######## frac_pwm_ctrl_flat ########
Figure 1. Where the registers sit (frac_pwm_ctrl_flat).
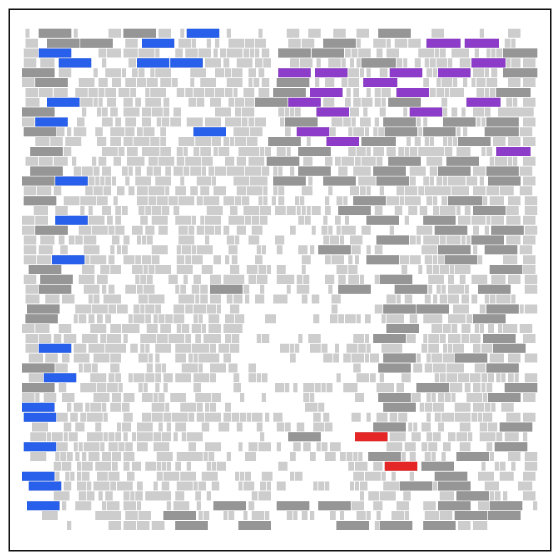

$ cat config.mk
export PLATFORM = sky130hd
export DESIGN_NAME = frac_pwm_ctrl_flat
export DESIGN_NICKNAME = d
export VERILOG_FILES = /design/src/rtl/frac_pwm_ctrl_if.sv /design/src/rtl/frac_pwm_ctrl.sv /design/src/flat_wrapper.sv
export SDC_FILE = /design/constraint.sdc
export NUM_CORES = 1
export LEC_CHECK = 0
export ABC_CLOCK_PERIOD_IN_PS = 10100
export CAP_MARGIN = 20
export CORE_MARGIN = 3
export CORE_UTILIZATION = 59
export CTS_BUF_LIST = sky130_fd_sc_hd__clkbuf_2 sky130_fd_sc_hd__clkbuf_4 sky130_fd_sc_hd__clkbuf_8
export DETAILED_ROUTE_END_ITERATION = 12
export PLACE_DENSITY = 0.82
export SYNTH_ARGS = -nofsm -noshare
export SYNTH_HDL_FRONTEND = slang
export SYNTH_SLANG_ARGS = --single-unit
$ cat constraint.sdc
create_clock -name sys_clk -period 10.1 [get_ports sys_clk]
set_input_delay 2.02 -clock sys_clk [delete_from_list [all_inputs] [get_ports sys_clk]]
set_output_delay 2.02 -clock sys_clk [all_outputs]
set_load 0.03 [all_outputs]
$ cat src/rtl/frac_pwm_ctrl_if.sv
// Configuration channel between the host register block and frac_pwm_ctrl.
// One offer carries a period divider, a target duty and a slew step.
interface frac_pwm_ctrl_if #(
  parameter int WIDTH = 17,
  parameter int FSZE  = 3
) ();
  logic                  valid;
  logic                  ready;
  logic [WIDTH-1:0]      no;
  logic [WIDTH+FSZE-1:0] duty;
  logic [WIDTH+FSZE-1:0] step;

  modport master (output valid, no, duty, step, input ready);
  modport slave  (input valid, no, duty, step, output ready);
endinterface

$ cat src/rtl/frac_pwm_ctrl.sv
// Setpoint sequencer for the fractional PWM core.
// Accepts configs into a one-deep shadow, applies them only at frame
// boundaries and slews the fractional duty towards the target so the core
// never sees a mid-frame change.
module frac_pwm_ctrl #(
  parameter int WIDTH  = 17,
  parameter int FSZE   = 3,
  parameter int DEF_NO = 1000
) (
  input  logic             sys_clk,
  input  logic             sync_rst_n,
  input  logic             en,
  frac_pwm_ctrl_if.slave   cfg,
  output logic [WIDTH-1:0] pwm_no,
  output logic [WIDTH-1:0] pwm_n,
  output logic [WIDTH-1:0] pwm_mf,
  output logic             frame_tick,
  output logic             at_target,
  output logic             busy
);

  localparam int DW = WIDTH + FSZE;
  localparam logic [WIDTH-1:0] DEF_NO_W = DEF_NO[WIDTH-1:0];

  typedef enum logic [1:0] {IDLE, RAMP, TRACK, STOP} state_t;

  state_t          state;
  logic [WIDTH-1:0] frame_cnt;
  logic [WIDTH-1:0] act_no;
  logic [DW-1:0]    eff_tgt;
  logic [DW-1:0]    act_step;
  logic [DW-1:0]    duty_cur;
  logic             pending;
  logic             ready_q;
  logic [WIDTH-1:0] sh_no;
  logic [DW-1:0]    sh_tgt;
  logic [DW-1:0]    sh_step;

  logic             boundary;
  logic             apply;
  logic [WIDTH-1:0] nxt_no;
  logic [DW-1:0]    nxt_step;
  logic [DW-1:0]    sh_no_q;
  logic [DW-1:0]    nxt_eff;
  logic [DW-1:0]    dest;
  logic [DW:0]      sum;
  logic [DW-1:0]    diff;
  logic [DW-1:0]    duty_upd;

  // Boundary decode, config hand-over values and the slew-limited next duty.
  // A config applied at a boundary already governs that boundary's duty step,
  // so a step of 0 lands on the new target in the same frame it takes effect.
  always_comb begin
    boundary = (frame_cnt == '0);
    apply    = boundary && pending;
    nxt_no   = apply ? sh_no : act_no;
    nxt_step = apply ? sh_step : act_step;
    sh_no_q  = {sh_no, {FSZE{1'b0}}};
    nxt_eff  = eff_tgt;
    if (apply) begin
      nxt_eff = (sh_tgt > sh_no_q) ? sh_no_q : sh_tgt;
    end
    dest     = (state == STOP) ? '0 : nxt_eff;
    sum      = {1'b0, duty_cur} + {1'b0, nxt_step};
    diff     = duty_cur - dest;
    duty_upd = dest;
    if (nxt_step != '0) begin
      if (duty_cur < dest) begin
        duty_upd = (sum > {1'b0, dest}) ? dest : sum[DW-1:0];
      end else if (duty_cur > dest) begin
        duty_upd = (diff > nxt_step) ? (duty_cur - nxt_step) : dest;
      end
    end
  end

  // Frame counter, shadow/active config registers, duty register and state machine.
  always_ff @(posedge sys_clk or negedge sync_rst_n) begin
    if (!sync_rst_n) begin
      state     <= IDLE;
      frame_cnt <= DEF_NO_W;
      act_no    <= DEF_NO_W;
      eff_tgt   <= '0;
      act_step  <= '0;
      duty_cur  <= '0;
      pending   <= 1'b0;
      ready_q   <= 1'b1;
      sh_no     <= '0;
      sh_tgt    <= '0;
      sh_step   <= '0;
    end else begin
      frame_cnt <= boundary ? nxt_no : frame_cnt - 1'b1;

      if (apply) begin
        act_no   <= sh_no;
        eff_tgt  <= nxt_eff;
        act_step <= sh_step;
        pending  <= 1'b0;
        ready_q  <= 1'b1;
      end else if (cfg.valid && ready_q) begin
        sh_no   <= cfg.no;
        sh_tgt  <= cfg.duty;
        sh_step <= cfg.step;
        pending <= 1'b1;
        ready_q <= 1'b0;
      end

      if (boundary && state != IDLE) begin
        duty_cur <= duty_upd;
      end

      case (state)
        IDLE: begin
          duty_cur <= '0;
          if (en) state <= RAMP;
        end
        RAMP, TRACK: begin
          if (!en) state <= STOP;
          else if (boundary) state <= (duty_upd == nxt_eff) ? TRACK : RAMP;
        end
        STOP: begin
          if (en) state <= RAMP;
          else if (boundary ? (duty_upd == '0) : (duty_cur == '0)) state <= IDLE;
        end
        default: state <= IDLE;
      endcase
    end
  end

  assign cfg.ready  = ready_q;
  assign pwm_no     = act_no;
  assign pwm_n      = duty_cur[DW-1:FSZE];
  assign pwm_mf     = {{(WIDTH-FSZE){1'b0}}, duty_cur[FSZE-1:0]};
  assign frame_tick = boundary;
  assign at_target  = (state == TRACK);
  assign busy       = (state == RAMP) || (state == STOP);

endmodule
$ cat src/flat_wrapper.sv
// flat-port wrapper written by rule: the top's interface ports become plain ports
module frac_pwm_ctrl_flat 
#(
  parameter int WIDTH  = 17,
  parameter int FSZE   = 3,
  parameter int DEF_NO = 1000
)
  (sys_clk, sync_rst_n, en, pwm_no, pwm_n, pwm_mf, frame_tick, at_target, busy, cfg_valid, cfg_no, cfg_duty, cfg_step, cfg_ready);
  frac_pwm_ctrl_if #(.WIDTH(WIDTH), .FSZE(FSZE)) cfg_i ();
  input  logic sys_clk;
  input  logic sync_rst_n;
  input  logic en;
  output logic [WIDTH-1:0] pwm_no;
  output logic [WIDTH-1:0] pwm_n;
  output logic [WIDTH-1:0] pwm_mf;
  output logic frame_tick;
  output logic at_target;
  output logic busy;
  input wire logic [$bits(cfg_i.valid)-1:0] cfg_valid;
  input wire logic [$bits(cfg_i.no)-1:0] cfg_no;
  input wire logic [$bits(cfg_i.duty)-1:0] cfg_duty;
  input wire logic [$bits(cfg_i.step)-1:0] cfg_step;
  output wire logic [$bits(cfg_i.ready)-1:0] cfg_ready;
  assign cfg_i.valid = cfg_valid;
  assign cfg_i.no = cfg_no;
  assign cfg_i.duty = cfg_duty;
  assign cfg_i.step = cfg_step;
  assign cfg_ready = cfg_i.ready;
  frac_pwm_ctrl #(.WIDTH(WIDTH), .FSZE(FSZE), .DEF_NO(DEF_NO)) u_core (.sys_clk(sys_clk), .sync_rst_n(sync_rst_n), .en(en), .cfg(cfg_i), .pwm_no(pwm_no), .pwm_n(pwm_n), .pwm_mf(pwm_mf), .frame_tick(frame_tick), .at_target(at_target), .busy(busy));
endmodule
######## core_regfile ########
## src/rtl/core_regfile.sv

```systemverilog
// core_regfile: writeback-side register file (32x32, bypassed reads), one-entry CSR write buffer, instret counter
// Ports:
//   clk, rest                     clock, synchronous active-high reset
//   wd_valid / wd_ready           writeback handshake; transfer = wd_valid & wd_ready
//   wd_reg_data, wd_rd, wd_reg_write   integer register write request
//   wd_csr_data, wd_csr, wd_csr_write  CSR write request
//   rs1_addr/rs1_data, rs2_addr/rs2_data  combinational read ports
//   csr_valid/csr_ready, csr_addr, csr_wdata  buffered CSR write to the CSR unit
//   instret                       retired-instruction count
module core_regfile #(
    parameter bit RESET_REGS = 1'b1,
    parameter bit BYPASS     = 1'b1
) (
    input  logic        clk,
    input  logic        rest,
    input  logic        wd_valid,
    output logic        wd_ready,
    input  logic [31:0] wd_reg_data,
    input  logic [4:0]  wd_rd,
    input  logic        wd_reg_write,
    input  logic [31:0] wd_csr_data,
    input  logic [11:0] wd_csr,
    input  logic        wd_csr_write,
    input  logic [4:0]  rs1_addr,
    output logic [31:0] rs1_data,
    input  logic [4:0]  rs2_addr,
    output logic [31:0] rs2_data,
    output logic        csr_valid,
    input  logic        csr_ready,
    output logic [11:0] csr_addr,
    output logic [31:0] csr_wdata,
    output logic [63:0] instret
);
    typedef enum logic {EMPTY, FULL} state_t;
    state_t state, state_nx;
    logic [31:0] regs [1:31];
    logic xfer, commit, reg_we, csr_we;
    assign csr_valid = (state == FULL);
    assign wd_ready  = ~csr_valid | csr_ready;
    assign xfer      = wd_valid & wd_ready;
    // reset wins over any same-cycle transfer, so nothing commits while rest is high
    assign commit    = xfer & ~rest;
    assign reg_we    = commit & wd_reg_write & (wd_rd != 5'd0);
    assign csr_we    = commit & wd_csr_write;
    always_ff @(posedge clk) begin
        if (rest)
            state <= EMPTY;
        else
            state <= state_nx;
    end
    // a new CSR write can only arrive when the buffer is empty or draining this cycle
    always_comb begin
        state_nx = state;
        state_nx = csr_we ? FULL : (csr_ready ? EMPTY : state);
    end
    always_ff @(posedge clk) begin
        if (rest) begin
            csr_addr  <= '0;
            csr_wdata <= '0;
        end else if (csr_we) begin
            csr_addr  <= wd_csr;
            csr_wdata <= wd_csr_data;
        end
    end
    always_ff @(posedge clk) begin
        if (rest)
            instret <= '0;
        else if (commit)
            instret <= instret + 64'd1;
    end
    always_ff @(posedge clk) begin
        if (rest) begin
            if (RESET_REGS)
                for (int i = 1; i < 32; i++)
                    regs[i] <= '0;
        end else if (reg_we) begin
            regs[wd_rd] <= wd_reg_data;
        end
    end
    // during reset the ports already show the post-reset contents
    always_comb begin
        rs1_data = '0;
        rs2_data = '0;
        rs1_data = (rs1_addr == 5'd0 || (rest && RESET_REGS)) ? 32'd0 :
                   (BYPASS && reg_we && wd_rd == rs1_addr) ? wd_reg_data : regs[rs1_addr];
        rs2_data = (rs2_addr == 5'd0 || (rest && RESET_REGS)) ? 32'd0 :
                   (BYPASS && reg_we && wd_rd == rs2_addr) ? wd_reg_data : regs[rs2_addr];
    end
endmodule

```

## config.mk

```make
export PLATFORM = sky130hd
export DESIGN_NAME = core_regfile
export DESIGN_NICKNAME = d
export VERILOG_FILES = /design/src/rtl/core_regfile.sv
export SDC_FILE = /design/constraint.sdc
export NUM_CORES = 2
export LEC_CHECK = 0
export ABC_AREA = 0
export CAP_MARGIN = 20
export CELL_PAD_IN_SITES_DETAIL_PLACEMENT = 0
export CELL_PAD_IN_SITES_GLOBAL_PLACEMENT = 2
export CORE_MARGIN = 2
export CORE_UTILIZATION = 44
export CTS_BUF_LIST = sky130_fd_sc_hd__clkbuf_4 sky130_fd_sc_hd__clkbuf_8
export DETAILED_ROUTE_END_ITERATION = 8
export DONT_BUFFER_PORTS = 1
export PLACE_DENSITY = 0.85
export SYNTH_ARGS = -nofsm -noshare
export SYNTH_HDL_FRONTEND = slang
export SYNTH_SLANG_ARGS = --single-unit
```

## constraint.sdc

```tcl
create_clock -name clk -period 2.6 [get_ports clk]
set_clock_uncertainty 0.05 [all_clocks]
set_input_delay 0.39 -clock clk [delete_from_list [all_inputs] [get_ports clk]]
set_output_delay 0.39 -clock clk [all_outputs]
set_load 0.05 [all_outputs]
```

######## seq_shift_add_multiplier ########
## src/rtl/seq_shift_add_multiplier.sv

```systemverilog
// -----------------------------------------------------------------------------
// seq_shift_add_multiplier
//
// Iterative radix-2 unsigned shift-add multiplier. It retires one multiplier
// bit per clock and produces a 2W-bit product after W iterations. Operands and
// results move over valid/ready handshakes, so the downstream adder stage can
// apply backpressure.
//
// Parameters
//   W   operand width (2..64); the product is 2W bits wide
//   CW  iteration counter width; 2^CW must exceed W
//
// Ports
//   clk        rising-edge clock
//   rst        synchronous, active-high reset
//   in_valid   operand pair offered by upstream
//   in_ready   block can accept (high only in IDLE)
//   op_a       multiplicand, unsigned, sampled at the accept edge
//   op_b       multiplier, unsigned, sampled at the accept edge
//   out_valid  product valid; held until consumed
//   out_ready  downstream accepts the product
//   product    registered op_a*op_b; holds its value after the handshake
//   busy       high while in RUN or DONE
// -----------------------------------------------------------------------------
module seq_shift_add_multiplier #(
    parameter int W  = 28,
    parameter int CW = 7
) (
    input  logic           clk,
    input  logic           rst,
    input  logic           in_valid,
    output logic           in_ready,
    input  logic [W-1:0]   op_a,
    input  logic [W-1:0]   op_b,
    output logic           out_valid,
    input  logic           out_ready,
    output logic [2*W-1:0] product,
    output logic           busy
);

    typedef enum logic [1:0] {
        S_IDLE = 2'd0,
        S_RUN  = 2'd1,
        S_DONE = 2'd2
    } state_t;

    localparam logic [CW-1:0] LAST_ITER = CW'(W - 1);

    state_t           r_state;
    logic [W-1:0]     r_a;
    logic [2*W-1:0]   r_p;
    logic [CW-1:0]    r_cnt;
    logic [2*W-1:0]   r_product;

    logic [W:0]       w_sum;
    logic [2*W-1:0]   w_p_next;

    // One iteration: add the multiplicand into the upper half when the current
    // multiplier bit (P[0]) is set, then shift the whole accumulator right.
    // The sum is kept W+1 bits wide; its carry lands in bit 2W-1 of the
    // shifted accumulator, so nothing is ever lost.
    // NOTE: every signal assigned in always_comb gets an unconditional value,
    // so no path leaves it unassigned and no latch is inferred.
    always_comb begin
        w_sum    = {1'b0, r_p[2*W-1:W]} + (r_p[0] ? {1'b0, r_a} : '0);
        w_p_next = {w_sum, r_p[W-1:1]};
    end

    // NOTE: state registers use non-blocking assignments so every register
    // sees pre-edge values of its neighbours, matching the hardware.
    always_ff @(posedge clk) begin
        if (rst) begin
            // NOTE: only the control and datapath registers are cleared here;
            // reset wins over any simultaneous accept or handshake.
            r_state   <= S_IDLE;
            r_a       <= '0;
            r_p       <= '0;
            r_cnt     <= '0;
            r_product <= '0;
        end else begin
            unique case (r_state)
                S_IDLE: begin
                    if (in_valid) begin
                        r_a     <= op_a;
                        r_p     <= {{W{1'b0}}, op_b};
                        r_cnt   <= '0;
                        r_state <= S_RUN;
                    end
                end

                S_RUN: begin
                    r_p   <= w_p_next;
                    r_cnt <= r_cnt + CW'(1);
                    if (r_cnt == LAST_ITER) begin
                        // Capture the finished product on the final iteration
                        // so it is registered when out_valid rises.
                        r_product <= w_p_next;
                        r_state   <= S_DONE;
                    end
                end

                S_DONE: begin
                    if (out_ready) begin
                        r_state <= S_IDLE;
                    end
                end

                default: begin
                    r_state <= S_IDLE;
                end
            endcase
        end
    end

    // Handshake outputs decode only the state register, so there is no
    // combinational path from in_valid/out_ready to in_ready/out_valid.
    assign in_ready  = (r_state == S_IDLE);
    assign out_valid = (r_state == S_DONE);
    assign busy      = (r_state != S_IDLE);
    assign product   = r_product;

endmodule

```

## config.mk

```make
export PLATFORM = sky130hd
export DESIGN_NAME = seq_shift_add_multiplier
export DESIGN_NICKNAME = d
export VERILOG_FILES = /design/src/rtl/seq_shift_add_multiplier.sv
export SDC_FILE = /design/constraint.sdc
export NUM_CORES = 1
export LEC_CHECK = 0
export CORE_MARGIN = 2
export CORE_UTILIZATION = 45
export DETAILED_ROUTE_END_ITERATION = 8
export PLACE_DENSITY = 0.8
export SLEW_MARGIN = 25
export SYNTH_ARGS = -nofsm -noshare
export SYNTH_HDL_FRONTEND = slang
export SYNTH_SLANG_ARGS = --single-unit
```

## constraint.sdc

```tcl
create_clock -name clk -period 4.6 [get_ports clk]
set_input_delay 1.38 -clock clk [delete_from_list [all_inputs] [get_ports clk]]
set_output_delay 1.38 -clock clk [all_outputs]
set_load 0.02 [all_outputs]
```

######## cop_ctrl ########
===== src/rtl/cop_defs.sv =====
// Shared CP0 definitions: operation encodings, register numbers, exception
// codes, Status/Cause bit positions and mtc0 write masks.
package cop_defs;

  typedef enum logic [2:0] {
    COP_OP_NONE = 3'd0,
    COP_OP_MV   = 3'd1,
    COP_OP_EN   = 3'd2,
    COP_OP_DIS  = 3'd3,
    COP_OP_RET  = 3'd4,
    COP_OP_SYS  = 3'd5,
    COP_OP_BRK  = 3'd6
  } cop_op_e;

  localparam logic [4:0] CP0_BADVADDR = 5'd8;
  localparam logic [4:0] CP0_COUNT    = 5'd9;
  localparam logic [4:0] CP0_COMPARE  = 5'd11;
  localparam logic [4:0] CP0_STATUS   = 5'd12;
  localparam logic [4:0] CP0_CAUSE    = 5'd13;
  localparam logic [4:0] CP0_EPC      = 5'd14;
  localparam logic [4:0] CP0_ERROREPC = 5'd30;

  localparam logic [4:0] EXC_INT  = 5'd0;
  localparam logic [4:0] EXC_ADEL = 5'd4;
  localparam logic [4:0] EXC_ADES = 5'd5;
  localparam logic [4:0] EXC_SYS  = 5'd8;
  localparam logic [4:0] EXC_BP   = 5'd9;

  localparam int unsigned ST_IE  = 0;
  localparam int unsigned ST_EXL = 1;
  localparam int unsigned ST_ERL = 2;
  localparam int unsigned ST_BEV = 22;

  localparam int unsigned CA_BD      = 31;
  localparam int unsigned CA_TI      = 30;
  localparam int unsigned CA_EXC_LSB = 2;

  localparam logic [31:0] STATUS_RESET = 32'h0040_0000;
  localparam logic [31:0] STATUS_WMASK = 32'h0040_FF17;
  localparam logic [31:0] CAUSE_WMASK  = 32'h0000_0300;

  // Merge write data into an existing register under a bit mask.
  function automatic logic [31:0] masked_write(input logic [31:0] old_val,
                                               input logic [31:0] data,
                                               input logic [31:0] mask);
    return (old_val & ~mask) | (data & mask);
  endfunction

endpackage


===== src/rtl/cop_timer.sv =====
// CP0 timer: prescaler, Count and Compare registers, and the match pulse
// that sets Cause.TI. Writes are pre-qualified by the controller.
module cop_timer #(
  parameter int unsigned COUNT_DIV = 2
) (
  input  logic        clk,
  input  logic        rst_n,
  input  logic        count_wr,
  input  logic        compare_wr,
  input  logic [31:0] wr_data,
  output logic [31:0] count,
  output logic [31:0] compare,
  output logic        ti_set
);

  localparam int unsigned    PW        = (COUNT_DIV > 1) ? $clog2(COUNT_DIV) : 1;
  localparam logic [PW-1:0]  PRESC_MAX = PW'(COUNT_DIV - 1);

  logic [PW-1:0] presc_q, presc_d;
  logic [31:0]   count_q, count_d;
  logic [31:0]   compare_q, compare_d;
  logic          tick;

  // Next-state: prescaler wrap drives Count; a Count write beats the increment.
  // Match is judged on the incremented value, and a Compare write in the same
  // cycle suppresses it.
  always_comb begin
    tick      = (presc_q == PRESC_MAX);
    presc_d   = tick ? '0 : presc_q + 1'b1;
    count_d   = count_q;
    compare_d = compare_q;
    if (count_wr) begin
      count_d = wr_data;
    end else if (tick) begin
      count_d = count_q + 32'd1;
    end
    if (compare_wr) begin
      compare_d = wr_data;
    end
    ti_set = tick & ~count_wr & ~compare_wr & ((count_q + 32'd1) == compare_q);
  end

  // Timer state registers.
  always_ff @(posedge clk or negedge rst_n) begin
    if (!rst_n) begin
      presc_q   <= '0;
      count_q   <= '0;
      compare_q <= '0;
    end else begin
      presc_q   <= presc_d;
      count_q   <= count_d;
      compare_q <= compare_d;
    end
  end

  assign count   = count_q;
  assign compare = compare_q;

endmodule


===== src/rtl/cop_ctrl.sv =====
// Coprocessor-0: CP0 register file, timer, interrupt detection and
// prioritised exception entry / return with a registered PC redirect.
module cop_ctrl
  import cop_defs::*;
#(
  parameter int unsigned NUM_HW_INT = 6,
  parameter logic [31:0] EXC_ENTRY  = 32'h8000_0180,
  parameter logic [31:0] BEV_ENTRY  = 32'hBFC0_0380,
  parameter int unsigned COUNT_DIV  = 2
) (
  input  logic                  clk,
  input  logic                  rst_n,
  input  logic [2:0]            cop_op,
  input  logic [4:0]            reg_num,
  input  logic [2:0]            reg_sel,
  input  logic                  reg_wr,
  input  logic [31:0]           in_data,
  output logic [31:0]           out_data,
  input  logic [31:0]           cur_pc,
  input  logic                  in_delay_slot,
  input  logic                  exc_valid,
  input  logic [4:0]            exc_code,
  input  logic [31:0]           exc_badvaddr,
  input  logic                  int_window,
  input  logic [NUM_HW_INT-1:0] hw_int,
  output logic                  int_pending,
  output logic                  redirect_valid,
  output logic [31:0]           redirect_pc
);

  logic [31:0] status_q, status_d;
  logic [31:0] cause_q, cause_d;
  logic [31:0] epc_q, epc_d;
  logic [31:0] errorepc_q, errorepc_d;
  logic [31:0] badvaddr_q, badvaddr_d;
  logic        redirect_valid_q, redirect_valid_d;
  logic [31:0] redirect_pc_q, redirect_pc_d;

  logic [31:0] count, compare;
  logic        ti_set;

  logic        sel_ok;
  logic        take_exc, take_sys, take_ret, take_int, take_entry, low_ok;
  logic        mtc0_en, count_wr, compare_wr;
  logic [4:0]  entry_code;
  logic [31:0] vector, epc_target;
  logic        ti_next;
  logic [5:0]  ip_hw;

  cop_timer #(
    .COUNT_DIV (COUNT_DIV)
  ) u_timer (
    .clk        (clk),
    .rst_n      (rst_n),
    .count_wr   (count_wr),
    .compare_wr (compare_wr),
    .wr_data    (in_data),
    .count      (count),
    .compare    (compare),
    .ti_set     (ti_set)
  );

  // Interrupt request from current state only.
  always_comb begin
    int_pending = status_q[ST_IE] & ~status_q[ST_EXL] & ~status_q[ST_ERL] &
                  (|(cause_q[15:8] & status_q[15:8]));
  end

  // Event arbitration: pipeline exception > syscall/break > eret > interrupt
  // > register writes and ei/di. Lower-priority writes are dropped.
  always_comb begin
    sel_ok     = (reg_sel == '0);
    take_exc   = exc_valid;
    take_sys   = ~exc_valid & ((cop_op == COP_OP_SYS) | (cop_op == COP_OP_BRK));
    take_ret   = ~exc_valid & ~take_sys & (cop_op == COP_OP_RET);
    take_int   = ~exc_valid & ~take_sys & ~take_ret & int_pending & int_window;
    take_entry = take_exc | take_sys | take_int;
    low_ok     = ~(take_entry | take_ret);
    mtc0_en    = low_ok & (cop_op == COP_OP_MV) & reg_wr & sel_ok;
    count_wr   = mtc0_en & (reg_num == CP0_COUNT);
    compare_wr = mtc0_en & (reg_num == CP0_COMPARE);
    if (take_exc) begin
      entry_code = exc_code;
    end else if (take_sys) begin
      entry_code = (cop_op == COP_OP_BRK) ? EXC_BP : EXC_SYS;
    end else begin
      entry_code = EXC_INT;
    end
    vector     = status_q[ST_BEV] ? BEV_ENTRY : EXC_ENTRY;
    epc_target = in_delay_slot ? (cur_pc - 32'd4) : cur_pc;
  end

  // mfc0 read mux; ei/di return the pre-update Status.
  always_comb begin
    out_data = '0;
    if ((cop_op == COP_OP_MV) && !reg_wr && sel_ok) begin
      case (reg_num)
        CP0_BADVADDR: out_data = badvaddr_q;
        CP0_COUNT:    out_data = count;
        CP0_COMPARE:  out_data = compare;
        CP0_STATUS:   out_data = status_q;
        CP0_CAUSE:    out_data = cause_q;
        CP0_EPC:      out_data = epc_q;
        CP0_ERROREPC: out_data = errorepc_q;
        default:      out_data = '0;
      endcase
    end else if ((cop_op == COP_OP_EN) || (cop_op == COP_OP_DIS)) begin
      out_data = status_q;
    end
  end

  // Register next-state for the winning event, then the per-cycle Cause
  // updates (TI sticky bit, hardware IP sampling) layered on top.
  always_comb begin
    status_d         = status_q;
    cause_d          = cause_q;
    epc_d            = epc_q;
    errorepc_d       = errorepc_q;
    badvaddr_d       = badvaddr_q;
    redirect_valid_d = 1'b0;
    redirect_pc_d    = redirect_pc_q;

    if (take_entry) begin
      cause_d[CA_EXC_LSB +: 5] = entry_code;
      if (!status_q[ST_EXL]) begin
        epc_d          = epc_target;
        cause_d[CA_BD] = in_delay_slot;
      end
      status_d[ST_EXL] = 1'b1;
      if ((entry_code == EXC_ADEL) || (entry_code == EXC_ADES)) begin
        badvaddr_d = exc_badvaddr;
      end
      redirect_valid_d = 1'b1;
      redirect_pc_d    = vector;
    end else if (take_ret) begin
      redirect_valid_d = 1'b1;
      if (status_q[ST_ERL]) begin
        redirect_pc_d    = errorepc_q;
        status_d[ST_ERL] = 1'b0;
      end else begin
        redirect_pc_d    = epc_q;
        status_d[ST_EXL] = 1'b0;
      end
    end else if (mtc0_en) begin
      case (reg_num)
        CP0_STATUS:   status_d   = masked_write(status_q, in_data, STATUS_WMASK);
        CP0_CAUSE:    cause_d    = masked_write(cause_q, in_data, CAUSE_WMASK);
        CP0_EPC:      epc_d      = in_data;
        CP0_ERROREPC: errorepc_d = in_data;
        default:      ;
      endcase
    end else if (low_ok && (cop_op == COP_OP_EN)) begin
      status_d[ST_IE] = 1'b1;
    end else if (low_ok && (cop_op == COP_OP_DIS)) begin
      status_d[ST_IE] = 1'b0;
    end

    // IP7 is shared between the timer and the highest hardware line.
    ti_next = cause_q[CA_TI];
    if (compare_wr) begin
      ti_next = 1'b0;
    end else if (ti_set) begin
      ti_next = 1'b1;
    end
    ip_hw          = 6'(hw_int);
    cause_d[CA_TI] = ti_next;
    cause_d[15:10] = ip_hw | {ti_next, 5'b0};
  end

  // CP0 state and redirect registers.
  always_ff @(posedge clk or negedge rst_n) begin
    if (!rst_n) begin
      status_q         <= STATUS_RESET;
      cause_q          <= '0;
      epc_q            <= '0;
      errorepc_q       <= '0;
      badvaddr_q       <= '0;
      redirect_valid_q <= 1'b0;
      redirect_pc_q    <= '0;
    end else begin
      status_q         <= status_d;
      cause_q          <= cause_d;
      epc_q            <= epc_d;
      errorepc_q       <= errorepc_d;
      badvaddr_q       <= badvaddr_d;
      redirect_valid_q <= redirect_valid_d;
      redirect_pc_q    <= redirect_pc_d;
    end
  end

  assign redirect_valid = redirect_valid_q;
  assign redirect_pc    = redirect_pc_q;

endmodule


===== config.mk =====
export PLATFORM = sky130hd
export DESIGN_NAME = cop_ctrl
export DESIGN_NICKNAME = d
export VERILOG_FILES = /design/src/rtl/cop_defs.sv /design/src/rtl/cop_timer.sv /design/src/rtl/cop_ctrl.sv
export SDC_FILE = /design/constraint.sdc
export NUM_CORES = 1
export LEC_CHECK = 0
export CAP_MARGIN = 5
export CORE_MARGIN = 2
export CORE_UTILIZATION = 35
export CTS_CLUSTER_DIAMETER = 120
export DETAILED_ROUTE_END_ITERATION = 10
export GPL_TIMING_DRIVEN = 0
export MAX_ROUTING_LAYER = met4
export PLACE_DENSITY_LB_ADDON = 0.12
export SYNTH_ARGS = -nofsm -noshare
export SYNTH_HDL_FRONTEND = slang
export SYNTH_SLANG_ARGS = --single-unit

===== constraint.sdc =====
create_clock -name clk -period 7.1 [get_ports clk]
set_input_delay 1.065 -clock clk [delete_from_list [all_inputs] [get_ports clk]]
set_output_delay 1.065 -clock clk [all_outputs]
set_load 0.005 [all_outputs]

Figure 2. Gate families picked out (cop_ctrl).
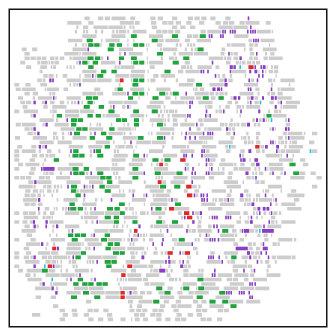
multiplexers -> green  # cells 157, most used mux2i_1
inverters -> cyan  # cells 8, most used inv_1
NAND gates -> purple  # cells 285, most used nand2_1, where all over the die
AND-OR and OR-AND gates -> red  # cells 20, most used a221o_1

==> results.py, cop_ctrl <==
# Synthesis and PnR figures
metrics = {
    "timing": {
        "whs_ns": 0.354,
        "finClkSkew_ns": 0.0112,
    },
    "setup_path": {
        "arrival_ns": 4.71,
        "start_kind": "input pin",
        "r2r_setup_slack_ns": 4.00,
    },
    "layout": {
        "drive_gt1_share_pct": 11.5,
        "final_area_sq_um": 16200,
    },
    "run_status": {
        "run_status": "finished, final reports clean",
    },
    "synthesis": {
        "ys_seq_share_pct": 43.9,
        "numSynthFlops": 222,
        "most_common_cell": "dfrtp_1",
        "yosysWarnings": 0,
    },
    "clocking": {
        "clkSinkCount": 222,
        "ctsHoldBuffers": 0,
    },
    "power": {
        "p_total_mw": 4.06,
    },
    "global_routing": {
        "gr-usage-all-layers_pct": 25.1,
    },
}
-- cop_ctrl: logic make-up after synthesis --
group	after synthesis	synth area share, %
DFF	222	43.9
buffers and inverters	105	3.72
xor gates and xnor gates	102	7.06
adders and majority gates	2	0.198
AOI/OAI and AO/OA	284	13.4
and+or+nand+nor	474	18.6
muxes	157	13.2
-- cop_ctrl: layout make-up --
cell class / instances / area [sq um]
fill: 3453 / 19400
clock buffer: 38 / 800
buffer: 97 / 440
tap: 461 / 577
multi-input combinational: 1019 / 6630
inverter: 8 / 30.0
sequential: 222 / 5560
clock inverter: 13 / 201
timing repair buffer: 190 / 1940
-- cop_ctrl: layer usage --
metal	GRT usage [%]	vias up
met5	-	-
met3	3.32	69
met1	35.1	5461
met2	38.4	348
li1	-	5219
met4	6.51	0
-- cop_ctrl: registers in the layout, summed over array words and instances, names as in the netlist --
signal	cells
u_timer.presc_q	1
errorepc_q	32
u_timer.count	32
status_q	13
epc_q	32
u_timer.compare	32
redirect_pc	32
cause_q	15
redirect_valid	1
badvaddr_q	32
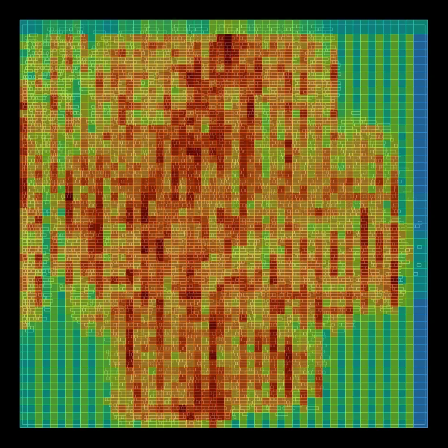
Figure 3: core_regfile, routing congestion.
GRT met2 Usage: 46.2%
Layout Utilization: 53.3%
met1 Use GR: 38.6%

==> results.py, core_regfile <==
# Synthesis and PnR figures
metrics = {
    "route": {
        "highest-signal-layer": "met5",
        "drt-vias-per-instance": 6.28,
        "drt_wl_total_um": 203000,
    },
    "timing": {
        "rsz0062_at_grt": "true",
        "setup_viol_count_final": 64,
        "maxSlewHeadroom_pct": 18.1,
        "worst_slew_pin_slew_ns": 1.23,
        "worst_slack_ns": -0.891,
    },
    "setup_path": {
        "start_kind": "register",
        "cp.depth": 8,
        "reg2reg_to": "csr_addr[1]$_SDFFE_PP0P_",
        "crit_chain": "nand2b_4 > o2111ai_4 > buf_6 > o41ai_4 > buf_6 > buf_12 > nor2b_4 > a211o_4",
        "cp_max_fo": 8,
    },
    "power": {
        "p_seq_mw": 20.7,
        "p_total_mw": 41.4,
    },
    "layout": {
        "largestClassByArea": "sequential cells",
        "drive_gt1_share_pct": 30.8,
        "antennaDiodeCount": 10,
        "reg_top3": "regs: 1024 flops, instret: 64 flops, csr_wdata: 32 flops",
        "seq_share_pct": 46.1,
        "most-common-layout-cells": "edfxtp_1, and2_1, mux4_2",
        "fillCellCount": 10800,
        "finalNonFillerCells": 6451,
        "final_area_sq_um": 71400,
    },
    "die": {
        "core_sq_um": 134000,
        "row_count": 134,
        "fp_util_pct": 44.5,
        "dieWidth_um": 372,
    },
    "worst_hold_path": {
        "hold_path.class": "in -> reg",
    },
    "job": {
        "maxCapViolCount": 0,
    },
    "global_routing": {
        "grt_pass1_wl_um": 288000,
    },
    "clocking": {
        "root_buffer": "clkbuf_8",
    },
    "run_status": {
        "run_status": "finished, violations left",
        "failed_checks": "negative setup slack",
    },
    "synthesis": {
        "xor_area_share_pct": 0.515,
    },
}
[core_regfile: cells in the mapped netlist, types with 2 or more instances]
cell | instances | area, sq um
nor4_2 | 2 | 25.0
buf_1 | 18 | 67.6
a211o_1 | 66 | 578
nand2_1 | 110 | 413
a221oi_1 | 66 | 578
o31ai_1 | 20 | 150
or2_2 | 33 | 206
a22oi_1 | 161 | 1210
and4_1 | 4 | 35.0
nor2_1 | 74 | 278
a211oi_1 | 64 | 480
mux2i_1 | 132 | 1320
o21bai_1 | 33 | 248
nor3_1 | 4 | 20.0
or3b_2 | 2 | 17.5
edfxtp_1 | 1024 | 30700
mux4_2 | 477 | 10700
buf_2 | 68 | 340
and3_1 | 14 | 87.6
nand3_1 | 40 | 200
nor2b_1 | 37 | 231
clkbuf_1 | 329 | 1230
dfxtp_1 | 109 | 2180
and2_1 | 995 | 6220
inv_1 | 12 | 45.0
nand4_1 | 15 | 93.8
nand3b_1 | 51 | 383
or3_1 | 18 | 113
or4_1 | 21 | 158
buf_6 | 7 | 78.8
xor2_1 | 20 | 175
xnor2_1 | 15 | 131
o21ai_0 | 19 | 95.1
a21oi_1 | 72 | 360
buf_4 | 12 | 90.1
Figure 4. Gate families picked out (seq_shift_add_multiplier).
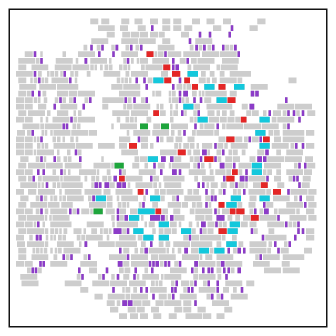
NAND gates -> purple  # cells 235, most used nand2_1, where all over the die
adder and majority cells -> cyan  # cells 30, most used ha_1
multiplexers -> green  # cells 4, where center
AND-OR and OR-AND gates -> red  # cells 27, most used a21o_1

Figure 5. Routing congestion (seq_shift_add_multiplier).
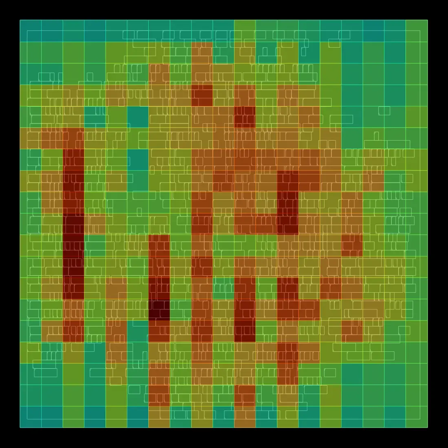
Layout Utilization: 58.1%
GRT met2 Usage: 37.8%
met3 GRT Util: 6.25%

==> results.py, seq_shift_add_multiplier <==
# Synthesis and PnR figures
metrics = {
    "power": {
        "powerClk_mw": 1.39,
        "power.group.top": "clock",
        "power.leakage_nw": 3.47,
        "pwr-share-clk_pct": 46.2,
        "p_int_mw": 2.28,
    },
    "synthesis": {
        "ys_area_sq_um": 7290,
        "most_common_cell": "nand2_1",
        "ys_seq_share_pct": 40.9,
        "netlist_top_cells_count": "nand2_1, dfxtp_1, a21oi_1",
        "synth-main-ff-cell": "dfxtp_1",
        "xor_area_share_pct": 2.64,
        "yosysWarnings": 0,
        "mux_area_share_pct": 0.584,
        "synth.cell_area_sq_um": 7290,
    },
    "global_routing": {
        "gr-usage-all-layers_pct": 22.5,
        "antenna_found_initial": 0,
        "gr-total-overflow": 0,
    },
    "clocking": {
        "clockBufferDepth": 2,
        "cts.clk_slew.worst_paths_ns": 0.06,
        "cts-htree-levels": 4,
        "post_cts_resize_count": 0,
        "tritoncts": "yes",
    },
    "run_status": {
        "run_status": "finished, final reports clean",
    },
    "worst_hold_path": {
        "hold_path.class": "reg -> reg",
    },
    "route": {
        "wl_met1_um": 8550,
        "num_vias": 6944,
    },
    "die": {
        "row_count": 46,
        "fp_util_pct": 46.0,
    },
    "setup_path": {
        "critPathKind": "reg -> reg",
        "crit_buf_inv": 2,
        "arrival_ns": 3.82,
        "crit_family": "AND-OR/OR-AND gates",
        "start_kind": "register",
    },
    "place": {
        "dpl_cell_area_sq_um": 8600,
    },
    "layout": {
        "lay_top_count": "nand2_1",
        "final_area_sq_um": 9200,
        "antennaDiodeCount": 0,
    },
    "timing": {
        "tns_ns": 0,
        "maxSlewHeadroom_pct": 37.9,
        "worst_slew_pin_slew_ns": 0.930,
    },
    "job": {
        "warning_count": 26,
    },
}
==> seq_shift_add_multiplier: layout make-up <==
cell class / count / area [sq um]
clock inverters: 8 / 87.6
clock buffers: 24 / 512
fillers: 1418 / 6630
repair buffers: 131 / 1280
inverters: 15 / 56.3
flip-flops and latches: 149 / 2980
well taps: 216 / 270
multi-input cells: 713 / 4010
==> seq_shift_add_multiplier: metrics by stage <==
step / power (mW) / hold WS, ns / cells / worst slack (ns)
after floorplan: 1.54 / 0.432 / 942 / 1.86
after global placement: 1.65 / 0.442 / 1224 / 1.31
after detailed placement: 1.65 / 0.449 / 1224 / 1.22
after CTS: 3.04 / 0.452 / 1256 / 1.18
after global routing: 3.12 / 0.474 / 1256 / 0.793
final: 3.02 / 0.454 / 1256 / 1.12
==> seq_shift_add_multiplier: state kept, by name, summed over array words and instances (netlist names) <==
signal and flops:
product 56, r_a 28, r_cnt 7, r_p 56, r_state 2
==> seq_shift_add_multiplier: tightest hold or removal path, cell delays in order (launching register included) <==
cell	delay [ns]
dfxtp_1	0.30
nand2_1	0.05
a21oi_1	0.05
Figure 6. Met3 routing (frac_pwm_ctrl_flat).
Scale bar: 50 um.
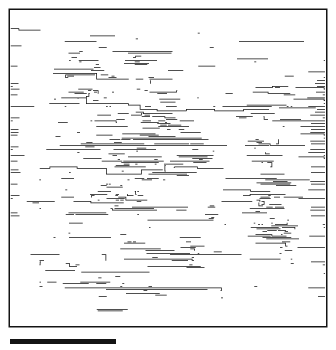
longest straight run = 78.7 um
nets with wire on the layer = 290

## Picture notes: Figure 1
u_core.act_step -> blue  # sequential cells 20
u_core.frame_cnt -> purple  # sequential cells 17
u_core.state -> red  # sequential cells 2
not colored = 116

==> results.py, frac_pwm_ctrl_flat <==
# Synthesis and PnR figures
metrics = {
    "layout": {
        "finalNonFillerCells": 1768,
        "regArea_sq_um": 3890,
        "comb.multi_input.count": 1101,
        "flop-count": 155,
    },
    "timing": {
        "rsz0062_at_grt": "false",
        "setup_viol_count_final": 0,
        "worst_slew_pin_slew_ns": 1.07,
        "worst_slack_ns": 0.723,
    },
    "route": {
        "wire_per_inst_um": 23.2,
        "drt_wl_total_um": 41000,
        "drtIter0Drc": 1047,
        "first_pass_iters": 6,
    },
    "global_routing": {
        "grt_pass1_vias": 11300,
        "grt_max_degree": 81,
    },
    "clocking": {
        "cts_buffers": 17,
        "cts.clk_slew.worst_paths_ns": 0.10,
        "clock.latency.late_pin_ns": 0.49,
        "root_buffer": "clkbuf_8",
        "cts-htree-levels": 4,
        "tritoncts": "yes",
        "post_cts_resize_count": 0,
        "clkSinkCount": 155,
        "clockBufferDepth": 2,
    },
    "place": {
        "dpl.cell_count": 1734,
        "pre_cts_ws_ns": 0.846,
    },
    "setup_path": {
        "crit_family": "AND-OR/OR-AND gates",
        "cp_max_fo": 26,
        "critPathKind": "reg -> reg",
        "endpoint_kind": "register",
    },
    "die": {
        "num_tap_cells": 265,
    },
    "power": {
        "p_seq_uw": 793,
        "power.leakage_nw": 6.32,
        "power_combinational_uw": 840,
        "netSwitchingFraction_pct": 41.9,
    },
    "synthesis": {
        "synth_top_area_share_pct": 29.3,
        "synthCells": 1401,
        "synthArstFlopShare_pct": 100,
        "synthAoiAreaFrac_pct": 21.5,
        "mux_area_share_pct": 5.62,
        "adder_share_pct": 13.2,
    },
    "job": {
        "maxCapViolCount": 0,
    },
    "run_status": {
        "run_status": "finished, final reports clean",
    },
}
[frac_pwm_ctrl_flat: path summary, 6_finish.rpt]
check                                              start                             to  slack [ns]  depth (start not counted)
max in group asynchronous                     sync_rst_n   u_core.cfg.ready$_DFFE_PN1P_        7.44                          3
hold reg to reg            u_core.frame_cnt[0]$_DFF_PN0_  u_core.frame_cnt[0]$_DFF_PN0_        0.52                          1
setup / recovery           u_core.frame_cnt[0]$_DFF_PN0_    u_core.state[1]$_DFFE_PN0P_        0.72                         36
setup reg to reg           u_core.frame_cnt[0]$_DFF_PN0_    u_core.state[1]$_DFFE_PN0P_        0.72                         36
min in group asynchronous                     sync_rst_n   u_core.sh_tgt[2]$_DFFE_PN0P_        1.55                          1
hold / removal             u_core.frame_cnt[0]$_DFF_PN0_  u_core.frame_cnt[0]$_DFF_PN0_        0.52                          1
[frac_pwm_ctrl_flat: per-layer routing]
layer	wire, um	part of all wire, %	vias to the layer above	track usage, %
li1	-	-	5276	-
met5	0	0	-	0
met1	15900	39	5505	45.2
met2	19500	48	630	61.9
met4	2450	6.0	0	18.1
met3	3130	7.6	147	6.35

==> gallery <==
Where the registers sit.
panel A
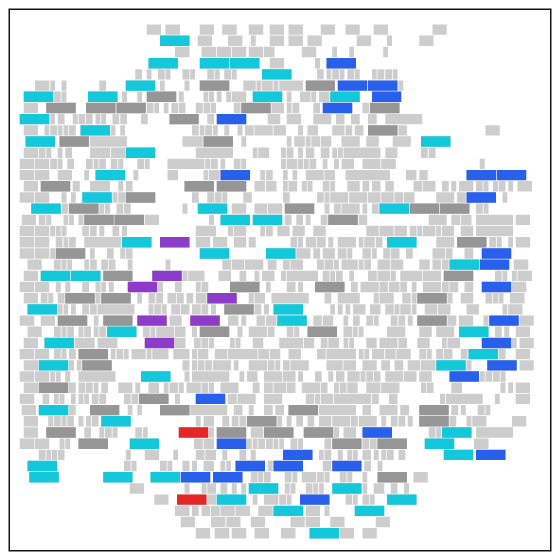
panel B
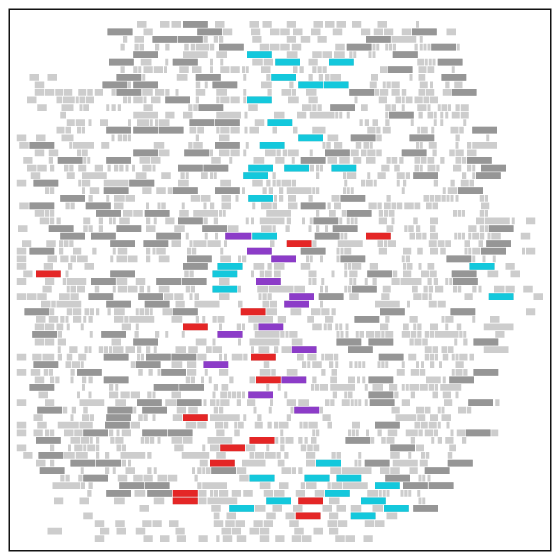
panel C
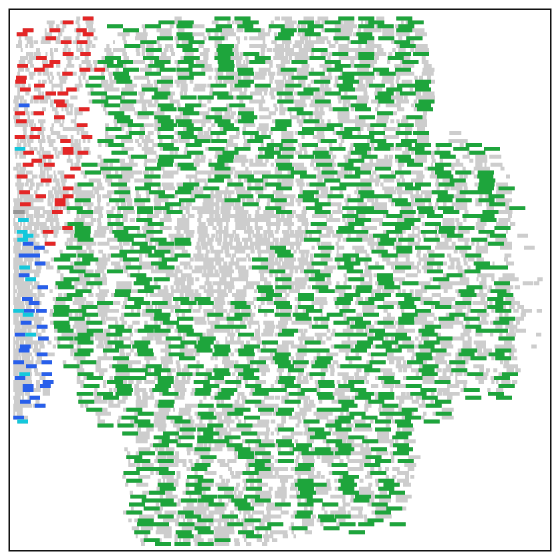
cop_ctrl is panel B.
seq_shift_add_multiplier is panel A.
core_regfile is panel C.
The one with the most sequential cells is panel C.
The one with the most cells is panel C.



==> notes/layouts.md <==
Pictures saved along the way, in no particular order.

Met2 routing.
(a)
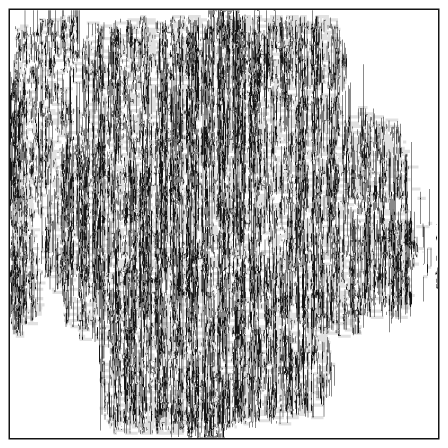
(b)
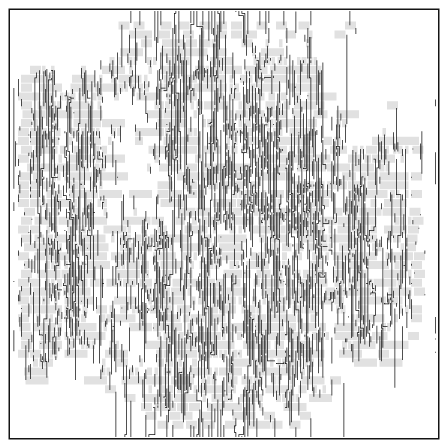
(c)
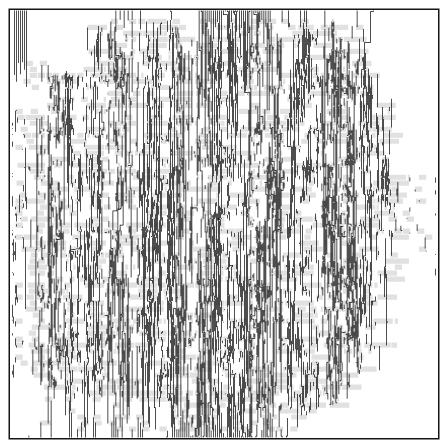
(d)
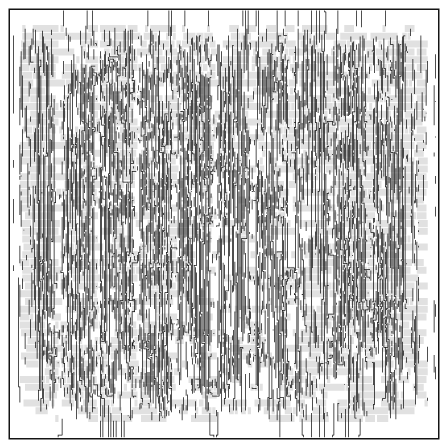
(c) is cop_ctrl.
(a) is core_regfile.
(b) is seq_shift_add_multiplier.
(d) is frac_pwm_ctrl_flat.

Key to (c):
main direction = vertical
share of all routed wire = 45%
wire length on this layer = 21.2 mm

Power figures rest on the tool's default switching activity, not on a simulated workload.
